# motion_estimator_param

### Zoomed window, motion_estimator_param

Region (69, 70) to (89, 90) um. Cells in gray, sequential cells in the stronger gray; small squares are vias.
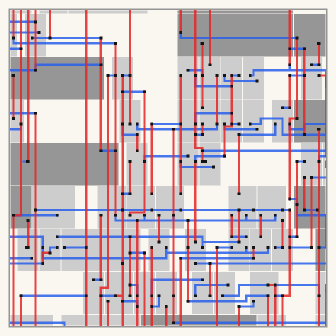

## src/rtl/me_pkg.sv

```systemverilog
// Shared definitions for the block-matching motion estimator: the
// controller state encoding and a constant-safe ceil(log2) used for widths.
package me_pkg;

  typedef enum logic [2:0] {
    IDLE,
    ISSUE,
    DRAIN,
    CMP,
    DONE
  } me_state_t;

  // Ceil(log2(value)), never below 1 so every derived bus has a real bit.
  function automatic int clog2(input int value);
    int result;
    result = 0;
    while ((1 << result) < value) result++;
    if (result < 1) result = 1;
    return result;
  endfunction

endpackage

```

## src/rtl/sad_accum.sv

```systemverilog
// Sum-of-absolute-differences accumulator: adds |a - b| to a running sum
// when enabled, clamps at all-ones, and clears on request.
module sad_accum
  import me_pkg::*;
#(
  parameter int PIXW  = 8,
  parameter int DISTW = 16
) (
  input  logic             clk,
  input  logic             reset,
  input  logic             clr,
  input  logic             en,
  input  logic [PIXW-1:0]  a,
  input  logic [PIXW-1:0]  b,
  output logic [DISTW-1:0] sum
);

  // One guard bit above the wider operand holds any single-step overflow.
  localparam int SW = ((DISTW > PIXW) ? DISTW : PIXW) + 1;
  localparam logic [SW-1:0] SAT = SW'({DISTW{1'b1}});

  logic [PIXW-1:0]  diff;
  logic [SW-1:0]    total;
  logic [DISTW-1:0] next_sum;

  // Absolute difference and clamped next value of the running sum.
  always_comb begin
    // NOTE: every always_comb output gets a value on every path, so no latch is inferred.
    diff     = (a >= b) ? (a - b) : (b - a);
    total    = SW'(sum) + SW'(diff);
    next_sum = (total > SAT) ? '1 : total[DISTW-1:0];
  end

  // Running sum register; clear wins over accumulate.
  always_ff @(posedge clk) begin
    // NOTE: state is written with non-blocking assignments so every register samples pre-edge values.
    if (reset || clr) begin
      sum <= '0;
    end else if (en) begin
      sum <= next_sum;
    end
  end

endmodule

```

## src/rtl/motion_estimator_param.sv

```systemverilog
// Full-search block-matching motion estimator. Walks every candidate offset
// in raster order, streams the reference block and the shifted search block
// from two synchronous-read memories, and keeps the lowest-SAD offset.
module motion_estimator_param
  import me_pkg::*;
#(
  parameter int BLK        = 16,
  parameter int RNG        = 8,
  parameter int PIXW       = 8,
  parameter int DISTW      = 16,
  parameter int EARLY_TERM = 1
) (
  input  logic                                          clk,
  input  logic                                          reset,
  input  logic                                          start,
  input  logic [PIXW-1:0]                               r_pix,
  input  logic [PIXW-1:0]                               s_pix,
  output logic [clog2(BLK*BLK)-1:0]                     addr_r,
  output logic [clog2((BLK+2*RNG)*(BLK+2*RNG))-1:0]     addr_s,
  output logic [clog2(2*RNG)-1:0]                       motion_x,
  output logic [clog2(2*RNG)-1:0]                       motion_y,
  output logic [DISTW-1:0]                              best_dist,
  output logic                                          busy,
  output logic                                          done
);

  localparam int W    = BLK + 2*RNG;
  localparam int NPIX = BLK * BLK;
  localparam int BW   = clog2(BLK);
  localparam int PW   = clog2(NPIX);
  localparam int AS_W = clog2(W*W);
  localparam int MW   = clog2(2*RNG);
  localparam logic [PW-1:0] LAST_PIX = PW'(NPIX - 1);
  localparam logic [MW-1:0] LAST_OFF = MW'(2*RNG - 1);

  me_state_t        state, state_n;
  logic [PW-1:0]    pix;        // pixel index inside the candidate, row-major
  logic [BW-1:0]    pix_row;
  logic [BW-1:0]    pix_col;
  logic [MW-1:0]    dx, dy;     // current candidate offset
  logic             in_flight;  // a read issued last cycle returns data now
  logic             aborted;    // candidate abandoned by early termination
  logic [DISTW-1:0] sad;
  logic             early_exit;
  logic             accept;
  logic             last_cand;
  logic             sad_clr;

  // BLK is a power of two, so row and column are plain bit fields.
  assign pix_row   = pix[PW-1:BW];
  assign pix_col   = pix[BW-1:0];
  assign accept    = (state == IDLE) && start;
  assign last_cand = (dx == LAST_OFF) && (dy == LAST_OFF);
  assign sad_clr   = accept || (state == CMP);
  assign busy      = (state == ISSUE) || (state == DRAIN) || (state == CMP);
  assign done      = (state == DONE);

  sad_accum #(
    .PIXW  (PIXW),
    .DISTW (DISTW)
  ) u_sad (
    .clk   (clk),
    .reset (reset),
    .clr   (sad_clr),
    .en    (in_flight),
    .a     (r_pix),
    .b     (s_pix),
    .sum   (sad)
  );

  // Controller state register.
  always_ff @(posedge clk) begin
    if (reset) state <= IDLE;
    else       state <= state_n;
  end

  // Next-state logic, including the early-termination exit from ISSUE.
  always_comb begin
    state_n    = state;
    early_exit = 1'b0;
    unique case (state)
      IDLE:  if (start) state_n = ISSUE;
      ISSUE: begin
        early_exit = (EARLY_TERM != 0) && (sad >= best_dist);
        if (early_exit || (pix == LAST_PIX)) state_n = DRAIN;
      end
      DRAIN: state_n = CMP;
      CMP:   state_n = last_cand ? DONE : ISSUE;
      DONE:  state_n = IDLE;
      default: state_n = IDLE;
    endcase
  end

  // Memory addresses are driven only while issuing reads, zero otherwise.
  always_comb begin
    addr_r = '0;
    addr_s = '0;
    if (state == ISSUE) begin
      addr_r = pix;
      addr_s = AS_W'((int'(dy) + int'(pix_row)) * W + int'(dx) + int'(pix_col));
    end
  end

  // Pixel/candidate counters and the best-match registers.
  always_ff @(posedge clk) begin
    if (reset) begin
      pix       <= '0;
      dx        <= '0;
      dy        <= '0;
      in_flight <= 1'b0;
      aborted   <= 1'b0;
      best_dist <= '0;
      motion_x  <= '0;
      motion_y  <= '0;
    end else begin
      in_flight <= (state == ISSUE);
      unique case (state)
        IDLE: begin
          if (start) begin
            pix       <= '0;
            dx        <= '0;
            dy        <= '0;
            aborted   <= 1'b0;
            best_dist <= '1;
            motion_x  <= '0;
            motion_y  <= '0;
          end
        end
        ISSUE: begin
          pix <= pix + PW'(1);
          if (early_exit) aborted <= 1'b1;
        end
        CMP: begin
          // Strict compare keeps the earliest candidate on ties.
          if (!aborted && (sad < best_dist)) begin
            best_dist <= sad;
            motion_x  <= dx;
            motion_y  <= dy;
          end
          aborted <= 1'b0;
          pix     <= '0;
          if (dx == LAST_OFF) begin
            dx <= '0;
            dy <= dy + MW'(1);
          end else begin
            dx <= dx + MW'(1);
          end
        end
        default: ;
      endcase
    end
  end

endmodule

```

## config.mk

```make
export PLATFORM = sky130hd
export DESIGN_NAME = motion_estimator_param
export DESIGN_NICKNAME = d
export VERILOG_FILES = /design/src/rtl/me_pkg.sv /design/src/rtl/sad_accum.sv /design/src/rtl/motion_estimator_param.sv
export SDC_FILE = /design/constraint.sdc
export NUM_CORES = 1
export LEC_CHECK = 0
export ABC_AREA = 1
export CORE_AREA = 4 4 101 103
export CTS_CLUSTER_SIZE = 14
export DETAILED_ROUTE_END_ITERATION = 12
export DIE_AREA = 0 0 105 107
export PLACE_DENSITY = 0.77
export REMOVE_ABC_BUFFERS = 1
export SLEW_MARGIN = 25
export SYNTH_ARGS = -nofsm -noshare
export SYNTH_HDL_FRONTEND = slang
export SYNTH_SLANG_ARGS = --single-unit
```

## constraint.sdc

```tcl
create_clock -name clk -period 3.19 [get_ports clk]
set_input_delay 0.638 -clock clk [delete_from_list [all_inputs] [get_ports clk]]
set_output_delay 0.638 -clock clk [all_outputs]
set_load 0.01 [all_outputs]
```

# alu_operand_sequencer

--- config.mk ---
export PLATFORM = sky130hd
export DESIGN_NAME = alu_operand_sequencer
export DESIGN_NICKNAME = d
export VERILOG_FILES = /design/src/rtl/alu_pkg.sv /design/src/rtl/button_debounce.sv /design/src/rtl/alu_operand_sequencer.sv
export SDC_FILE = /design/constraint.sdc
export NUM_CORES = 1
export LEC_CHECK = 0
export ABC_CLOCK_PERIOD_IN_PS = 2000
export CAP_MARGIN = 20
export CORE_ASPECT_RATIO = 0.8
export CORE_MARGIN = 3
export CORE_UTILIZATION = 54
export DETAILED_ROUTE_END_ITERATION = 10
export PLACE_DENSITY_LB_ADDON = 0.15
export SLEW_MARGIN = 20
export SYNTH_ARGS = -nofsm -noshare
export SYNTH_HDL_FRONTEND = slang
export SYNTH_SLANG_ARGS = --single-unit
--- constraint.sdc ---
create_clock -name clk -period 2 [get_ports clk]
set_clock_uncertainty 0.2 [all_clocks]
set_input_delay 0.3 -clock clk [delete_from_list [all_inputs] [get_ports clk]]
set_output_delay 0.3 -clock clk [all_outputs]
set_load 0.01 [all_outputs]
--- src/rtl/alu_pkg.sv ---
// Shared definitions for the alu4 datapath and its operand entry front end.
package alu_pkg;

  typedef enum logic [1:0] {
    LOAD_A  = 2'd0,
    LOAD_B  = 2'd1,
    LOAD_OP = 2'd2,
    SHOW    = 2'd3
  } seq_state_t;

  localparam logic [1:0] OP_MULT = 2'b00;
  localparam logic [1:0] OP_AND  = 2'b01;
  localparam logic [1:0] OP_XOR  = 2'b10;
  localparam logic [1:0] OP_SUB  = 2'b11;

endpackage

--- src/rtl/button_debounce.sv ---
// Synchronises a raw bouncy button, debounces it, and emits a one-cycle
// registered pulse on each debounced rising edge.
module button_debounce #(
  parameter int SYNC_STAGES     = 2,
  parameter int DEBOUNCE_CYCLES = 50000
) (
  input  logic clk,
  input  logic rst,
  input  logic btn_raw,
  output logic press
);

  localparam int CW = (DEBOUNCE_CYCLES > 2) ? $clog2(DEBOUNCE_CYCLES) : 1;
  localparam logic [CW-1:0] CNT_MAX = CW'(DEBOUNCE_CYCLES - 1);

  logic [SYNC_STAGES-1:0] btn_sync;
  logic                   btn_s;
  logic                   btn_db;
  logic                   btn_db_prev;
  logic [CW-1:0]          count;

  assign btn_s = btn_sync[SYNC_STAGES-1];

  always_ff @(posedge clk or posedge rst) begin
    if (rst) begin
      btn_sync <= '0;
    end else begin
      btn_sync <= {btn_sync[SYNC_STAGES-2:0], btn_raw};
    end
  end

  // The level only flips after it has disagreed for DEBOUNCE_CYCLES in a row.
  always_ff @(posedge clk or posedge rst) begin
    if (rst) begin
      btn_db <= 1'b0;
      count  <= '0;
    end else if (btn_s == btn_db) begin
      count <= '0;
    end else if (count == CNT_MAX) begin
      btn_db <= btn_s;
      count  <= '0;
    end else begin
      count <= count + 1'b1;
    end
  end

  always_ff @(posedge clk or posedge rst) begin
    if (rst) begin
      btn_db_prev <= 1'b0;
      press       <= 1'b0;
    end else begin
      btn_db_prev <= btn_db;
      press       <= btn_db & ~btn_db_prev;
    end
  end

endmodule

--- src/rtl/alu_operand_sequencer.sv ---
// Lets a user enter operand A, operand B and the opcode from slide switches,
// one button press each, and holds them as registered inputs for alu4.
module alu_operand_sequencer
  import alu_pkg::*;
#(
  parameter int DEBOUNCE_CYCLES = 50000,
  parameter int SYNC_STAGES     = 2
) (
  input  logic       clk,
  input  logic       rst,
  input  logic       btn,
  input  logic [3:0] sw,
  output logic [3:0] a,
  output logic [3:0] b,
  output logic [1:0] opcode,
  output logic       ready,
  output logic       start,
  output logic [3:0] state_leds
);

  seq_state_t state;
  logic       press;
  logic [3:0] sw_sync [SYNC_STAGES];
  logic [3:0] sw_s;

  assign sw_s = sw_sync[SYNC_STAGES-1];

  button_debounce #(
    .SYNC_STAGES    (SYNC_STAGES),
    .DEBOUNCE_CYCLES(DEBOUNCE_CYCLES)
  ) u_btn (
    .clk    (clk),
    .rst    (rst),
    .btn_raw(btn),
    .press  (press)
  );

  always_ff @(posedge clk or posedge rst) begin
    if (rst) begin
      for (int i = 0; i < SYNC_STAGES; i++) sw_sync[i] <= '0;
    end else begin
      sw_sync[0] <= sw;
      for (int i = 1; i < SYNC_STAGES; i++) sw_sync[i] <= sw_sync[i-1];
    end
  end

  // ready, start and the LEDs are registered alongside the state so they
  // change on the same edge as the transition that causes them.
  always_ff @(posedge clk or posedge rst) begin
    if (rst) begin
      state      <= LOAD_A;
      a          <= '0;
      b          <= '0;
      opcode     <= OP_MULT;
      ready      <= 1'b0;
      start      <= 1'b0;
      state_leds <= 4'b0001;
    end else begin
      start <= 1'b0;
      if (press) begin
        case (state)
          LOAD_A: begin
            a          <= sw_s;
            state      <= LOAD_B;
            state_leds <= 4'b0010;
          end
          LOAD_B: begin
            b          <= sw_s;
            state      <= LOAD_OP;
            state_leds <= 4'b0100;
          end
          LOAD_OP: begin
            opcode     <= sw_s[1:0];
            state      <= SHOW;
            ready      <= 1'b1;
            start      <= 1'b1;
            state_leds <= 4'b1000;
          end
          SHOW: begin
            state      <= LOAD_A;
            ready      <= 1'b0;
            state_leds <= 4'b0001;
          end
          default: begin
            state      <= LOAD_A;
            ready      <= 1'b0;
            state_leds <= 4'b0001;
          end
        endcase
      end
    end
  end

endmodule

# fetch_flat

File: src/rtl/fetch_pkg.sv
// +----------------------------------------------------------------------+
// | fetch_pkg : shared types, state encoding and default parameters      |
// | Rev 1.0                                                              |
// +----------------------------------------------------------------------+
`default_nettype none

package fetch_pkg;

  typedef logic [15:0] addr_t;
  typedef logic [15:0] block_t;

  typedef enum logic [1:0] {
    S_IDLE   = 2'd0,
    S_RUN    = 2'd1,
    S_FLUSH  = 2'd2,
    S_HALTED = 2'd3
  } fetch_state_e;

  localparam addr_t FETCH_RESET_VECTOR = 16'h0000;
  localparam int    FETCH_FLUSH_CYCLES = 2;

endpackage

`default_nettype wire

File: src/rtl/fetch_if.sv
// +----------------------------------------------------------------------+
// | fetch_if : control inputs from execute and fetch outputs             |
// | Rev 1.0                                                              |
// +----------------------------------------------------------------------+
`default_nettype none

interface fetch_if;
  import fetch_pkg::*;

  logic  start;
  logic  stall;
  logic  do_branch;
  addr_t branch_address;
  logic  do_halt;
  addr_t pc;
  logic  fetch_valid;
  logic  flush;
  logic  halted;

  modport master (
    output start, stall, do_branch, branch_address, do_halt,
    input  pc, fetch_valid, flush, halted
  );

  modport slave (
    input  start, stall, do_branch, branch_address, do_halt,
    output pc, fetch_valid, flush, halted
  );

endinterface

`default_nettype wire

File: src/rtl/fetch_pc_counter.sv
// +----------------------------------------------------------------------+
// | fetch_pc_counter : program counter with load, hold, wrapping incr.   |
// | Rev 1.0                                                              |
// +----------------------------------------------------------------------+
`default_nettype none

module fetch_pc_counter
  import fetch_pkg::*;
#(
  parameter addr_t RESET_VECTOR = FETCH_RESET_VECTOR
) (
  input  wire   clk,
  input  wire   rst,
  input  wire   load_i,
  input  addr_t load_value_i,
  input  wire   inc_i,
  output addr_t pc_o
);

  addr_t pc_q;
  addr_t pc_d;

  // Load has priority; the 16-bit add wraps 16'hFFFF to 16'h0000 naturally.
  always_comb begin
    pc_d = pc_q;
    if (load_i) begin
      pc_d = load_value_i;
    end else if (inc_i) begin
      pc_d = pc_q + 16'd1;
    end
  end

  always_ff @(posedge clk or negedge rst) begin
    if (!rst) begin
      pc_q <= RESET_VECTOR;
    end else begin
      pc_q <= pc_d;
    end
  end

  assign pc_o = pc_q;

endmodule

`default_nettype wire

File: src/rtl/fetch.sv
// +----------------------------------------------------------------------+
// | fetch : instruction fetch sequencer (IDLE/RUN/FLUSH/HALTED)          |
// | Rev 1.0                                                              |
// +----------------------------------------------------------------------+
`default_nettype none

module fetch
  import fetch_pkg::*;
#(
  parameter addr_t RESET_VECTOR = FETCH_RESET_VECTOR,
  parameter int    FLUSH_CYCLES = FETCH_FLUSH_CYCLES
) (
  input  wire     clk,
  input  wire     rst,
  fetch_if.slave  bus
);

  fetch_state_e state_q, state_d;
  logic [1:0]   flush_cnt_q, flush_cnt_d;
  logic         fetch_valid_q, fetch_valid_d;
  logic         flush_q, flush_d;
  logic         halted_q, halted_d;
  logic         pc_load;
  addr_t        pc_load_value;
  logic         pc_inc;
  addr_t        pc;

  fetch_pc_counter #(
    .RESET_VECTOR (RESET_VECTOR)
  ) u_pc_counter (
    .clk          (clk),
    .rst          (rst),
    .load_i       (pc_load),
    .load_value_i (pc_load_value),
    .inc_i        (pc_inc),
    .pc_o         (pc)
  );

  always_comb begin
    state_d       = state_q;
    flush_cnt_d   = flush_cnt_q;
    fetch_valid_d = fetch_valid_q;
    flush_d       = flush_q;
    halted_d      = halted_q;
    pc_load       = 1'b0;
    pc_load_value = bus.branch_address;
    pc_inc        = 1'b0;

    unique case (state_q)
      S_IDLE: begin
        fetch_valid_d = 1'b0;
        flush_d       = 1'b0;
        if (bus.start) begin
          state_d       = S_RUN;
          pc_load       = 1'b1;
          pc_load_value = RESET_VECTOR;
          fetch_valid_d = 1'b1;
        end
      end
      S_RUN: begin
        // Halt outranks branch, and both outrank stall.
        if (bus.do_halt) begin
          state_d       = S_HALTED;
          halted_d      = 1'b1;
          fetch_valid_d = 1'b0;
          flush_d       = 1'b0;
        end else if (bus.do_branch) begin
          state_d       = S_FLUSH;
          pc_load       = 1'b1;
          fetch_valid_d = 1'b1;
          flush_d       = 1'b1;
          flush_cnt_d   = 2'(FLUSH_CYCLES - 1);
        end else begin
          pc_inc = !bus.stall;
        end
      end
      S_FLUSH: begin
        // Branch/halt seen here come from squashed instructions.
        pc_inc        = !bus.stall;
        fetch_valid_d = 1'b1;
        if (flush_cnt_q == 2'd0) begin
          flush_d = 1'b0;
          state_d = S_RUN;
        end else begin
          flush_cnt_d = flush_cnt_q - 2'd1;
        end
      end
      S_HALTED: begin
        fetch_valid_d = 1'b0;
        flush_d       = 1'b0;
      end
      default: state_d = S_IDLE;
    endcase
  end

  always_ff @(posedge clk or negedge rst) begin
    if (!rst) begin
      state_q       <= S_IDLE;
      flush_cnt_q   <= 2'd0;
      fetch_valid_q <= 1'b0;
      flush_q       <= 1'b0;
      halted_q      <= 1'b0;
    end else begin
      state_q       <= state_d;
      flush_cnt_q   <= flush_cnt_d;
      fetch_valid_q <= fetch_valid_d;
      flush_q       <= flush_d;
      halted_q      <= halted_d;
    end
  end

  assign bus.pc          = pc;
  assign bus.fetch_valid = fetch_valid_q;
  assign bus.flush       = flush_q;
  assign bus.halted      = halted_q;

endmodule

`default_nettype wire
File: src/flat_wrapper.sv
// flat-port wrapper written by rule: the top's interface ports become plain ports
module fetch_flat import fetch_pkg::*;
#(
  parameter addr_t RESET_VECTOR = FETCH_RESET_VECTOR,
  parameter int    FLUSH_CYCLES = FETCH_FLUSH_CYCLES
)
  (clk, rst, bus_start, bus_stall, bus_do_branch, bus_branch_address, bus_do_halt, bus_pc, bus_fetch_valid, bus_flush, bus_halted);
  fetch_if bus_i ();
  input  wire clk;
  input  wire rst;
  input wire logic [$bits(bus_i.start)-1:0] bus_start;
  input wire logic [$bits(bus_i.stall)-1:0] bus_stall;
  input wire logic [$bits(bus_i.do_branch)-1:0] bus_do_branch;
  input wire logic [$bits(bus_i.branch_address)-1:0] bus_branch_address;
  input wire logic [$bits(bus_i.do_halt)-1:0] bus_do_halt;
  output wire logic [$bits(bus_i.pc)-1:0] bus_pc;
  output wire logic [$bits(bus_i.fetch_valid)-1:0] bus_fetch_valid;
  output wire logic [$bits(bus_i.flush)-1:0] bus_flush;
  output wire logic [$bits(bus_i.halted)-1:0] bus_halted;
  assign bus_i.start = bus_start;
  assign bus_i.stall = bus_stall;
  assign bus_i.do_branch = bus_do_branch;
  assign bus_i.branch_address = bus_branch_address;
  assign bus_i.do_halt = bus_do_halt;
  assign bus_pc = bus_i.pc;
  assign bus_fetch_valid = bus_i.fetch_valid;
  assign bus_flush = bus_i.flush;
  assign bus_halted = bus_i.halted;
  fetch #(.RESET_VECTOR(RESET_VECTOR), .FLUSH_CYCLES(FLUSH_CYCLES)) u_core (.clk(clk), .rst(rst), .bus(bus_i));
endmodule
File: config.mk
export PLATFORM = sky130hd
export DESIGN_NAME = fetch_flat
export DESIGN_NICKNAME = d
export VERILOG_FILES = /design/src/rtl/fetch_pkg.sv /design/src/rtl/fetch_if.sv /design/src/rtl/fetch_pc_counter.sv /design/src/rtl/fetch.sv /design/src/flat_wrapper.sv
export SDC_FILE = /design/constraint.sdc
export NUM_CORES = 1
export LEC_CHECK = 0
export CAP_MARGIN = 30
export CORE_MARGIN = 2
export CORE_UTILIZATION = 30
export CTS_BUF_LIST = sky130_fd_sc_hd__clkbuf_16
export DETAILED_ROUTE_END_ITERATION = 12
export GPL_ROUTABILITY_DRIVEN = 0
export GPL_TIMING_DRIVEN = 0
export PLACE_DENSITY_LB_ADDON = 0.15
export SYNTH_ARGS = -nofsm -noshare
export SYNTH_HDL_FRONTEND = slang
export SYNTH_SLANG_ARGS = --single-unit
File: constraint.sdc
create_clock -name clk -period 2 [get_ports clk]
set_clock_uncertainty 0.1 [all_clocks]
set_input_delay 0.3 -clock clk [delete_from_list [all_inputs] [get_ports clk]]
set_output_delay 0.3 -clock clk [all_outputs]
set_load 0.02 [all_outputs]
# pb_first_press_arbiter

## config.mk

```make
export PLATFORM = sky130hd
export DESIGN_NAME = pb_first_press_arbiter
export DESIGN_NICKNAME = d
export VERILOG_FILES = /design/src/rtl/pb_first_press_arbiter.sv
export SDC_FILE = /design/constraint.sdc
export NUM_CORES = 1
export LEC_CHECK = 0
export CAP_MARGIN = 40
export CORE_ASPECT_RATIO = 1.1
export CORE_MARGIN = 2
export CORE_UTILIZATION = 30
export DETAILED_ROUTE_END_ITERATION = 8
export REMOVE_ABC_BUFFERS = 1
export SYNTH_ARGS = -nofsm -noshare
export SYNTH_HDL_FRONTEND = slang
export SYNTH_SLANG_ARGS = --single-unit
```

## constraint.sdc

```tcl
create_clock -name clk -period 1.8 [get_ports clk]
set_input_delay 0.45 -clock clk [delete_from_list [all_inputs] [get_ports clk]]
set_output_delay 0.45 -clock clk [all_outputs]
set_load 0.1 [all_outputs]
```

## src/rtl/pb_first_press_arbiter.sv

```systemverilog
// First-press arbiter for N player pushbuttons: synchronises, edge-detects and
// latches the first press (or a same-cycle tie) until rst or clear.
module pb_first_press_arbiter #(
    parameter int N_PLAYERS      = 2,
    parameter int SYNC_STAGES    = 2,
    parameter int LOCKOUT_CYCLES = 4,
    localparam int W             = (N_PLAYERS > 1) ? $clog2(N_PLAYERS) : 1
) (
    input  logic                 clk,
    input  logic                 rst,
    input  logic                 clear,
    input  logic [N_PLAYERS-1:0] pb,
    output logic                 ready,
    output logic                 push,
    output logic                 push_pulse,
    output logic                 tie,
    output logic [W-1:0]         winner,
    output logic [N_PLAYERS-1:0] winner_onehot,
    output logic [N_PLAYERS-1:0] tie_mask,
    output logic                 right
);

    typedef enum logic [1:0] {
        ST_LOCKOUT,
        ST_ARMED,
        ST_WON,
        ST_TIE
    } state_t;

    // LOCKOUT_CYCLES of 0 and 1 both arm on the first edge after rst/clear.
    localparam logic [15:0] LOCK_LAST =
        (LOCKOUT_CYCLES > 1) ? 16'(LOCKOUT_CYCLES - 1) : 16'd0;

    state_t                 state_q, state_d;
    logic [15:0]            lock_cnt_q, lock_cnt_d;
    logic [N_PLAYERS-1:0]   sync_q [SYNC_STAGES];
    logic [N_PLAYERS-1:0]   sync_d [SYNC_STAGES];
    logic [N_PLAYERS-1:0]   prev_q, prev_d;
    logic [N_PLAYERS-1:0]   onehot_q, onehot_d;
    logic [N_PLAYERS-1:0]   tie_mask_q, tie_mask_d;
    logic [W-1:0]           winner_q, winner_d;
    logic                   push_pulse_q, push_pulse_d;

    logic [N_PLAYERS-1:0]   s;
    logic [N_PLAYERS-1:0]   rise;
    logic [4:0]             rise_count;
    logic [W-1:0]           rise_idx;

    always_comb begin
        sync_d[0] = pb;
        for (int unsigned k = 1; k < SYNC_STAGES; k++) begin
            sync_d[k] = sync_q[k-1];
        end
    end

    assign s      = sync_q[SYNC_STAGES-1];
    assign rise   = s & ~prev_q;
    // Reload on clear is the same as normal tracking, so prev always follows s.
    assign prev_d = s;

    always_comb begin
        rise_count = '0;
        rise_idx   = '0;
        for (int unsigned i = 0; i < N_PLAYERS; i++) begin
            rise_count = rise_count + 5'(rise[i]);
            if (rise[i]) begin
                rise_idx = W'(i);
            end
        end
    end

    always_comb begin
        state_d      = state_q;
        lock_cnt_d   = lock_cnt_q;
        winner_d     = winner_q;
        onehot_d     = onehot_q;
        tie_mask_d   = tie_mask_q;
        push_pulse_d = 1'b0;

        if (clear) begin
            state_d    = ST_LOCKOUT;
            lock_cnt_d = '0;
            winner_d   = '0;
            onehot_d   = '0;
            tie_mask_d = '0;
        end else begin
            unique case (state_q)
                ST_LOCKOUT: begin
                    if (lock_cnt_q == LOCK_LAST) begin
                        state_d    = ST_ARMED;
                        lock_cnt_d = '0;
                    end else begin
                        lock_cnt_d = lock_cnt_q + 16'd1;
                    end
                end
                ST_ARMED: begin
                    if (rise_count == 5'd1) begin
                        state_d      = ST_WON;
                        winner_d     = rise_idx;
                        onehot_d     = rise;
                        push_pulse_d = 1'b1;
                    end else if (rise_count >= 5'd2) begin
                        state_d    = ST_TIE;
                        tie_mask_d = rise;
                    end
                end
                ST_WON, ST_TIE: begin
                    state_d = state_q;
                end
                default: begin
                    state_d = ST_LOCKOUT;
                end
            endcase
        end
    end

    always_ff @(posedge clk) begin
        if (rst) begin
            state_q      <= ST_LOCKOUT;
            lock_cnt_q   <= '0;
            prev_q       <= '0;
            winner_q     <= '0;
            onehot_q     <= '0;
            tie_mask_q   <= '0;
            push_pulse_q <= 1'b0;
            for (int unsigned k = 0; k < SYNC_STAGES; k++) begin
                sync_q[k] <= '0;
            end
        end else begin
            state_q      <= state_d;
            lock_cnt_q   <= lock_cnt_d;
            prev_q       <= prev_d;
            winner_q     <= winner_d;
            onehot_q     <= onehot_d;
            tie_mask_q   <= tie_mask_d;
            push_pulse_q <= push_pulse_d;
            for (int unsigned k = 0; k < SYNC_STAGES; k++) begin
                sync_q[k] <= sync_d[k];
            end
        end
    end

    assign ready         = (state_q == ST_ARMED);
    assign push          = (state_q == ST_WON);
    assign tie           = (state_q == ST_TIE);
    assign push_pulse    = push_pulse_q;
    assign winner        = winner_q;
    assign winner_onehot = onehot_q;
    assign tie_mask      = tie_mask_q;
    assign right         = onehot_q[1];

endmodule

```


## Gallery

Cell outlines without signal wires.
(a)
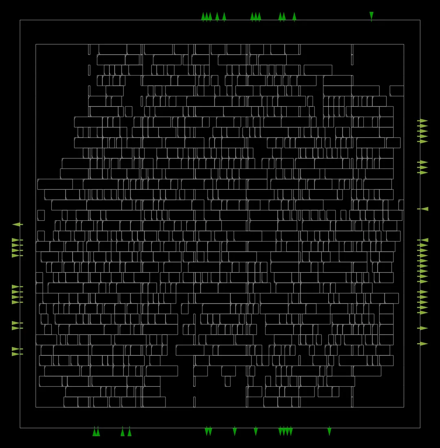
(b)
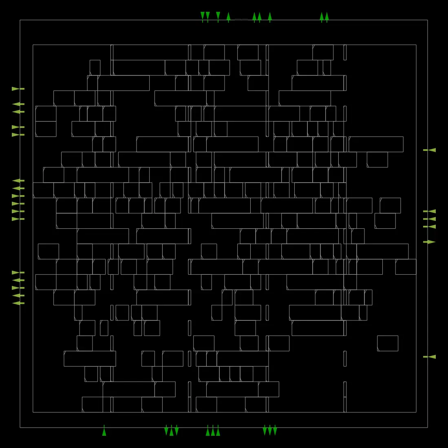
(c)
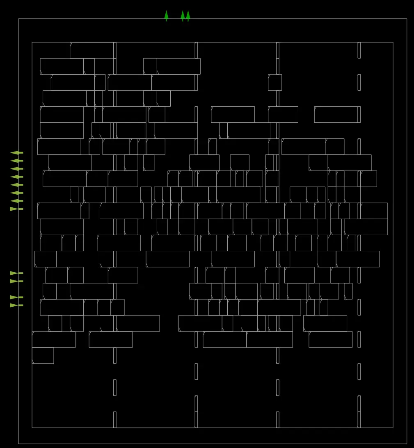
- fewest cells: (c)
- fewest sequential cells: (b)
motion_estimator_param: (a)
fetch_flat: (b)
pb_first_press_arbiter: (c)

### Ports around the boundary, fetch_flat

The bar under the picture is 20 um long. Pins as bars across the die edge, other pins in gray.
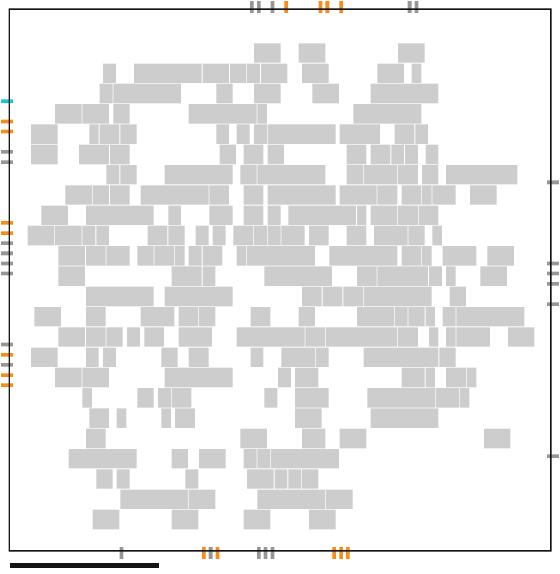
| color | port | pins | direction | edge |
|---|---|---|---|---|
| cyan | clk | 1 | input | west |
| orange | bus_pc | 16 | output | 7 west, 5 south, 4 north |
all pins by edge: 16 west, 10 south, 9 north, 6 east
die height: 72.41 um
die width: 72.41 um

==> results.yml, fetch_flat <==
# synthesis and place-and-route metrics
clock_network:
  clkLatencyLatePin_ns: 0.26
  cts.sinks: 23
  htree_levels: 1
  cts_root_buf: "clkbuf_16"
  cts_buffers: 3
  post_cts_resized: 11
grt:
  grt_util_all_layers_pct: 17.35
  met3_usage_pct: 2.778
  met2_usage_pct: 30.07
  grt_pass1_vias: 1516
  grt_antenna_before_repair: 0
worst_setup_path:
  crit_path_max_incr_delay_ns: 0.39
  critPathKind: "reg2reg"
  cp-endpoint: "u_core.u_pc_counter.pc_o[9]"
  worstSetupEndpointType: "flop"
  required_ns: 2.08
  r2r-end: "u_core.u_pc_counter.pc_o[9]"
  reg2reg_from: "u_core.state_q[1]"
  slowest_stage: "or4_1"
final_layout:
  logic_area_um2: 838.3
  fin_cells: 267
  comb_share_pct: 38.05
  area_growth_pct: 56.95
  num-clock-buffers: 3
  flop_area_um2: 576.8
  flops: 23
  sh_seq_area_pct: 26.18
hold_path:
  hold_class: "in2async"
timing:
  hold_slack_ns: 0.2949
  tns_ns: 0
  setup_ws_ns: 0.006425
  worst_pin_slew_ns: 0.5480
  slew_violations: 0
  rsz0062_at_grt: "true"
  fin_crit_sh_pct: 99.68
  setup_violations: 0
routing:
  wl_met3_um: 187
  final_antenna_net_count: 0
  wire_per_inst_um: 16.80
  vias: 1502
  drt_iter0_drc: 75
  wl_met1_mm: 1.989
  wl_met2_mm: 2.259
  top_layer_used: "met4"
die:
  taps: 52
  ios: 41
  fp_util_pct: 31.59
yosys:
  top_area_cell: "dfrtp_1"
  fp_nets: 181
  yosys.area.top_type_share_pct: 41.00
  ys_warn_count: 0
  synth_area_mm2: 0.001404
  async_flop_share_pct: 100.0
  ys_seq_elements: 23
  adder_share_pct: 6.239
  synth.most_common_cell: "o21ai_0"
  synthAoiAreaFrac_pct: 27.63
  synthDistinctLibCells: 31
  edf_count: 0
placed_design:
  dp_hpwl_mm: 2.963
  placed_cells: 245
  placed_area_mm2: 0.001899
power_and_ir_drop:
  maxPowerGroup: "combinational cells"
  p_leak_nw: 0.8866
  clock_power_w: 0.000450
  p_comb_w: 0.00169
  powerSeq_w: 0.000953
job:
  cap_violations: 0
run_status:
  run_status: "finished, final reports clean"
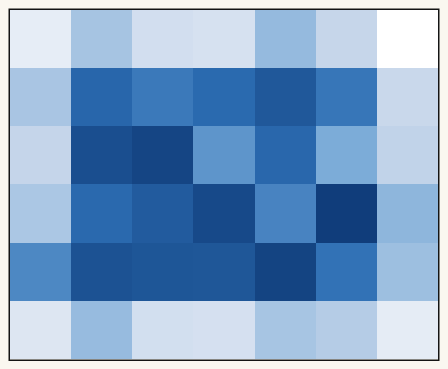
*Cell area per tile, alu_operand_sequencer*
The die is cut into 7 by 6 equal tiles; white is low, dark blue is high, 0 to 100% covered.
emptiest ninth of the die: north-east
mean over tiles: 52%
nearly empty tiles: 2.4%
tiles over 75% full: 33%
densest ninth of the die: center
fullest tile: 95%
post-layout util: 71.15%
FP Core Util: 59.35%
core box area: 0.003266 mm^2

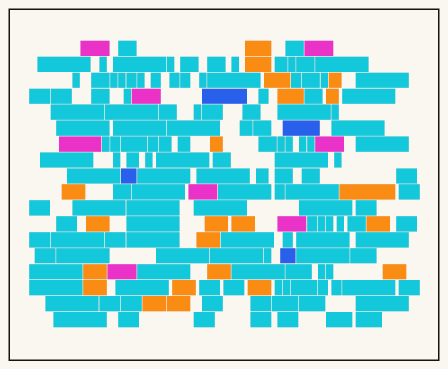
*Cell sizes after repair, alu_operand_sequencer*
| color | size | cells | share |
|---|---|---|---|
| magenta | _6 and larger | 8 | 4.5% |
| orange | _2 cells | 22 | 12% |
| blue | _3 and _4 cells | 4 | 2.3% |
| cyan | _0 and _1 cells | 143 | 81% |
Final WS setup: 0.1286 ns
Non-clk bufs: 24
area delta synth->final: 19.88%
fin area: 0.002323 mm^2

==> results.yml, alu_operand_sequencer <==
# synthesis and place-and-route metrics
placed_design:
  placed_cells: 209
  preCtsSetupSlack_ns: 0.2439
  dp_hpwl_mm: 2.448
yosys:
  xor_area_share_pct: 6.779
  async_flop_share_pct: 100.0
  edf_count: 0
  mux_share_pct: 8.134
  fp_nets: 162
  adder_share_pct: 5.165
  synth.most_common_cell: "dfrtp_1"
  synth_area_mm2: 0.001938
  synthFlopType: "dfrtp_1"
  top_area_cell: "dfrtp_1"
die:
  die_x_um: 72.98
  row_count: 18
  die_y_um: 59.59
  ios: 23
routing:
  wire_per_inst_um: 14.76
  via_per_inst: 5.323
  wl_met3_um: 176
  wirelength_mm: 3.203
  final_antenna_net_count: 0
grt:
  met2_usage_pct: 25.86
  grt_antenna_before_repair: 0
  gr-total-overflow: 0
final_layout:
  comb_cells: 90
  final_cell_mix: "46 x dfrtp_1, 22 x clkdlybuf4s50_1, 15 x nor2_1, 14 x mux2_2, 12 x xnor2_1"
  nets: 191
  nFillCells: 214
  area_dominant_class: "sequential cells"
  flop_area_mm2: 0.001177
timing:
  worst_pin_slew_ns: 0.4848
  fin_crit_sh_pct: 93.57
  maxSlewHeadroom_pct: 67.48
  max_freq_ghz: 0.5344
clock_network:
  cts_root_buf: "clkbuf_8"
  clkLatencyLatePin_ns: 0.31
  cts_tree: "built"
  cts_setup_buffers: 0
  clkSlewWorstSetupHoldPaths_ns: 0.09
  cts_buffer_depth: 2
power_and_ir_drop:
  sw_frac_of_total_pct: 21.22
  clock_power_w: 0.000625
  p_total_w: 0.001650
  ir_drop_mv: 0.6040
  pwr-share-comb_pct: 3.1
  power_frac_clock_pct: 37.9
worst_setup_path:
  rrSetupSlack_ns: 0.23
  r2r_cells: 5
  reg2reg_from: "u_btn.count[0]"
  arrival_ns: 1.37
  critPathKind: "reg2out"
  cp_max_fo: 2
  cp-endpoint: "state_leds[0]"
  worstSetupEndpointType: "primary output"
run_status:
  run_status: "finished, final reports clean"
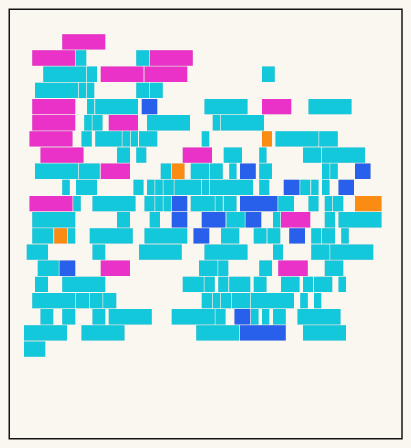
*Cell sizes after repair, pb_first_press_arbiter*
| color | size | cells | share | most used |
|---|---|---|---|---|
| orange | _2 cells | 4 | 2.4% | or2_2 |
| cyan | _0 and _1 cells | 133 | 79% | dfxtp_1 |
| magenta | _6 and larger | 17 | 10% | buf_12 |
| blue | _3 and _4 cells | 15 | 8.9% | buf_4 |
Final WS setup: 0.1034 ns
Non-clk bufs: 26

==> results.yml, pb_first_press_arbiter <==
# synthesis and place-and-route metrics
run_status:
  run_status: "finished, final reports clean"
worst_setup_path:
  crit_buf_inv: 0
  rrSetupSlack_ns: 0.10
  crit_cells: 4
  slowest_stage: "or4_1"
  critPathTopFamily: "simple AND/OR/NAND/NOR gates"
  startpoint: "lock_cnt_q[7]"
placed_design:
  preCtsSetupSlack_ns: 0.1048
grt:
  grt_util_all_layers_pct: 13.44
  met2_usage_pct: 24.24
  grt_pass1_vias: 1165
  grt_pass1_wl_mm: 4.988
  grt_max_degree: 13
yosys:
  syn_avg_cell_area_um2: 9.009
  synth.most_common_cell: "dfxtp_1"
  synthFlopType: "dfxtp_1"
  top_area_cell: "dfxtp_1"
  yosys.area.top_type_share_pct: 46.03
  ys_cells: 140
  synth_area_mm2: 0.001261
  yosys-stat-area_mm2: 0.001261
  ys_top_cells_by_count: "29 x dfxtp_1, 18 x nor2_1, 10 x nand2_1, 10 x nor2b_1"
  simple_gate_share_pct: 33.13
  edf_count: 0
power_and_ir_drop:
  switchingPower_w: 0.0002651
  power_frac_clock_pct: 45.2
  p_total_w: 0.001284
  ir_drop_mv: 0.3690
  maxPowerGroup: "registers"
  powerSeq_w: 0.000653
  p_leak_nw: 0.6174
clock_network:
  clkSlewWorstSetupHoldPaths_ns: 0.06
  cts_buffers: 5
  htree_levels: 2
  post_cts_resized: 0
final_layout:
  nets: 175
  buffer_area_share_pct: 19.05
  comb_share_pct: 37.01
  inv_count: 4
  diodes: 0
  logic_area_um2: 641.9
  area_growth_pct: 37.50
routing:
  wl_met2_mm: 1.366
  top_layer_used: "met4"
  drt_first_pass_iters: 4
  wire_per_inst_um: 12.43
timing:
  max_freq_ghz: 0.5894
  fin_crit_sh_pct: 94.25
  fin_crit_ns: 1.697
  worst_clock_skew_ns: 0.006967
die:
  fp_util_pct: 31.58
  die_x_um: 65.82
  die-area_mm2: 0.004739
job:
  tool_warnings: 25
hold_path:
  hold_path_end: "sync_q[0][3]"
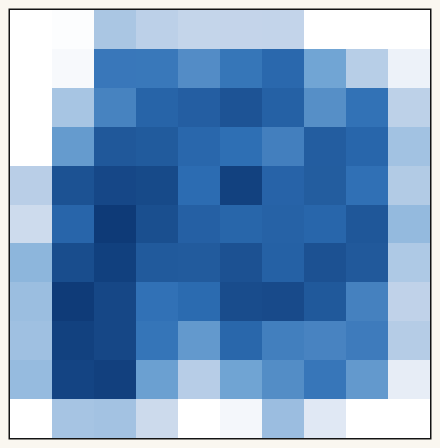
*Cell area per tile, motion_estimator_param*
The die is cut into 10 by 11 equal tiles; white is low, dark blue is high, 0 to 100% covered.
tiles over 75% full: 40%
mean over tiles: 56%
nearly empty tiles: 11%
emptiest ninth of the die: north-west
FP Core Util: 50.72%
post-layout util: 69.88%
core box area: 0.009196 mm^2

## Picture notes: 'Zoomed window' of motion_estimator_param
| color | layer |
|---|---|
| red | metal 2 |
| blue | metal 1 |
sequential cells in the window: 3
netlist names of flops here include: best_dist (2), motion_x (1)
cells with their middle in the window: 42
most frequent: nand2_1 (17), nand3_1 (7), nor2_1 (7)

==> results.yml, motion_estimator_param <==
# synthesis and place-and-route metrics
final_layout:
  num-nonclk-buffers: 128
  flops: 61
  lay_top_count: "nand2_1"
  comb_cells: 476
  area_dominant_class: "combinational gates"
yosys:
  ys_seq_share_pct: 26.18
  top_area_cell: "dfxtp_1"
  mux_share_pct: 0
  ys_top_cells_by_count: "118 x nand2_1, 114 x inv_1, 72 x nor2_1, 61 x dfxtp_1, 59 x a21oi_1"
run_status:
  run_status: "finished, final reports clean"
power_and_ir_drop:
  internal-power_w: 0.001954
  p_leak_nw: 2.969
  p_total_w: 0.003185
job:
  tool_warnings: 34
clock_network:
  cts_buffer_depth: 2
  cts.sinks: 61
  hold_buffers: 0
  htree_levels: 3
  cts_tree: "built"
worst_setup_path:
  cp-endpoint: "u_sad.sum[0]"
  path_cells: "dlygate4sd2_1 > buf_4 > ha_2 > a21oi_4 > nand2_4 > nand2_4 > nand3_4 > buf_6 > nand2_2 > nand2_2 > xor2_1 > ha_1 > nand3b_1 > nand2_2 > nand3_4 > a21oi_4 > nand2_2 > nand2_4 > buf_6 > nor2_2 > nor2_1"
  r2r-end: "best_dist[1]"
  arrival_ns: 3.36
  critPathKind: "in2reg"
  critPathTopFamily: "simple AND/OR/NAND/NOR gates"
grt:
  grt_pass1_vias: 4870
  grt_util_all_layers_pct: 22.74
  gr-total-overflow: 0
  busiest_layer: "met2"
  grt_pass1_wl_mm: 21.47
  met2_usage_pct: 42.90
timing:
  hold_viol: 0
  worst_pin_slew_ns: 0.6833
  slew_violations: 0
routing:
  wire_per_inst_um: 14.06
hold_path:
  holdPathStages: 2
placed_design:
  port_buffers: 62


==> layout pictures side by side <==
Ports around the boundary.
The bar under the picture is 20 um long. Pins as bars across the die edge, other pins in gray.
panel A
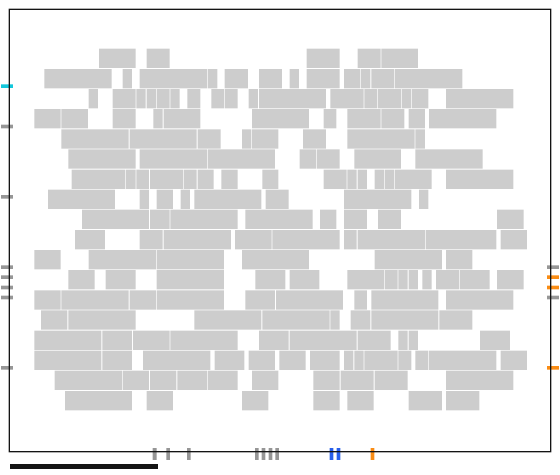
panel B
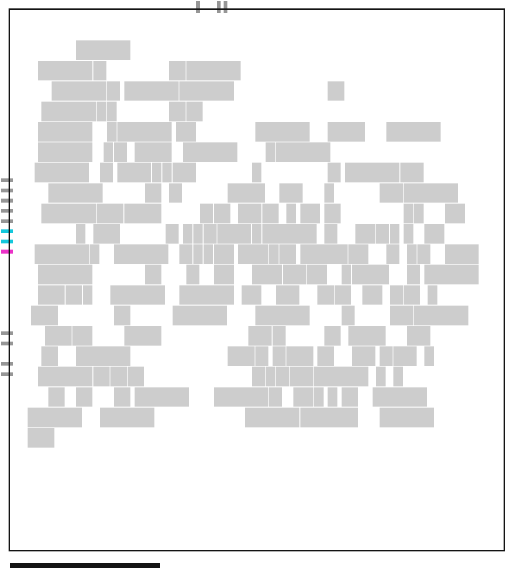
panel C
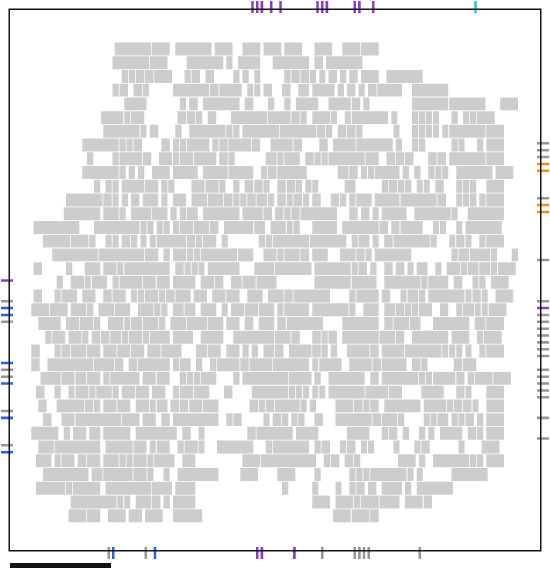
The one with the largest die is panel C.
| from | picture |
|---|---|
| motion_estimator_param | panel C |
| alu_operand_sequencer | panel A |
| pb_first_press_arbiter | panel B |


==> screenshots <==
Zoomed window.
picture 1
Region (44, 44) to (64, 64) um. Cells in gray, sequential cells in the stronger gray; small squares are vias.
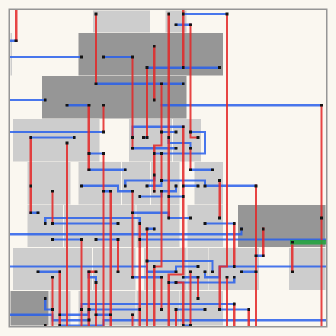
picture 2
Region (39, 44) to (59, 64) um. Cells in gray, sequential cells in the stronger gray; small squares are vias.
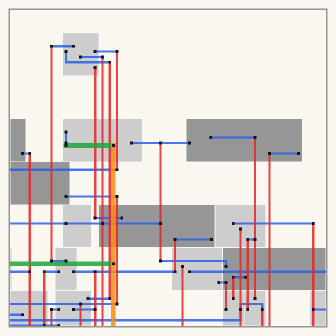
picture 3
Region (45, 35) to (65, 55) um. Cells in gray, sequential cells in the stronger gray; small squares are vias.
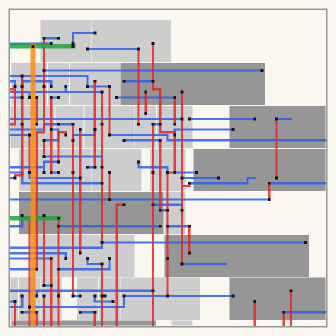
For fetch_flat, see picture 1.
For alu_operand_sequencer, see picture 3.
For pb_first_press_arbiter, see picture 2.

No activity file was given, so power comes from the tool's default toggle rates.
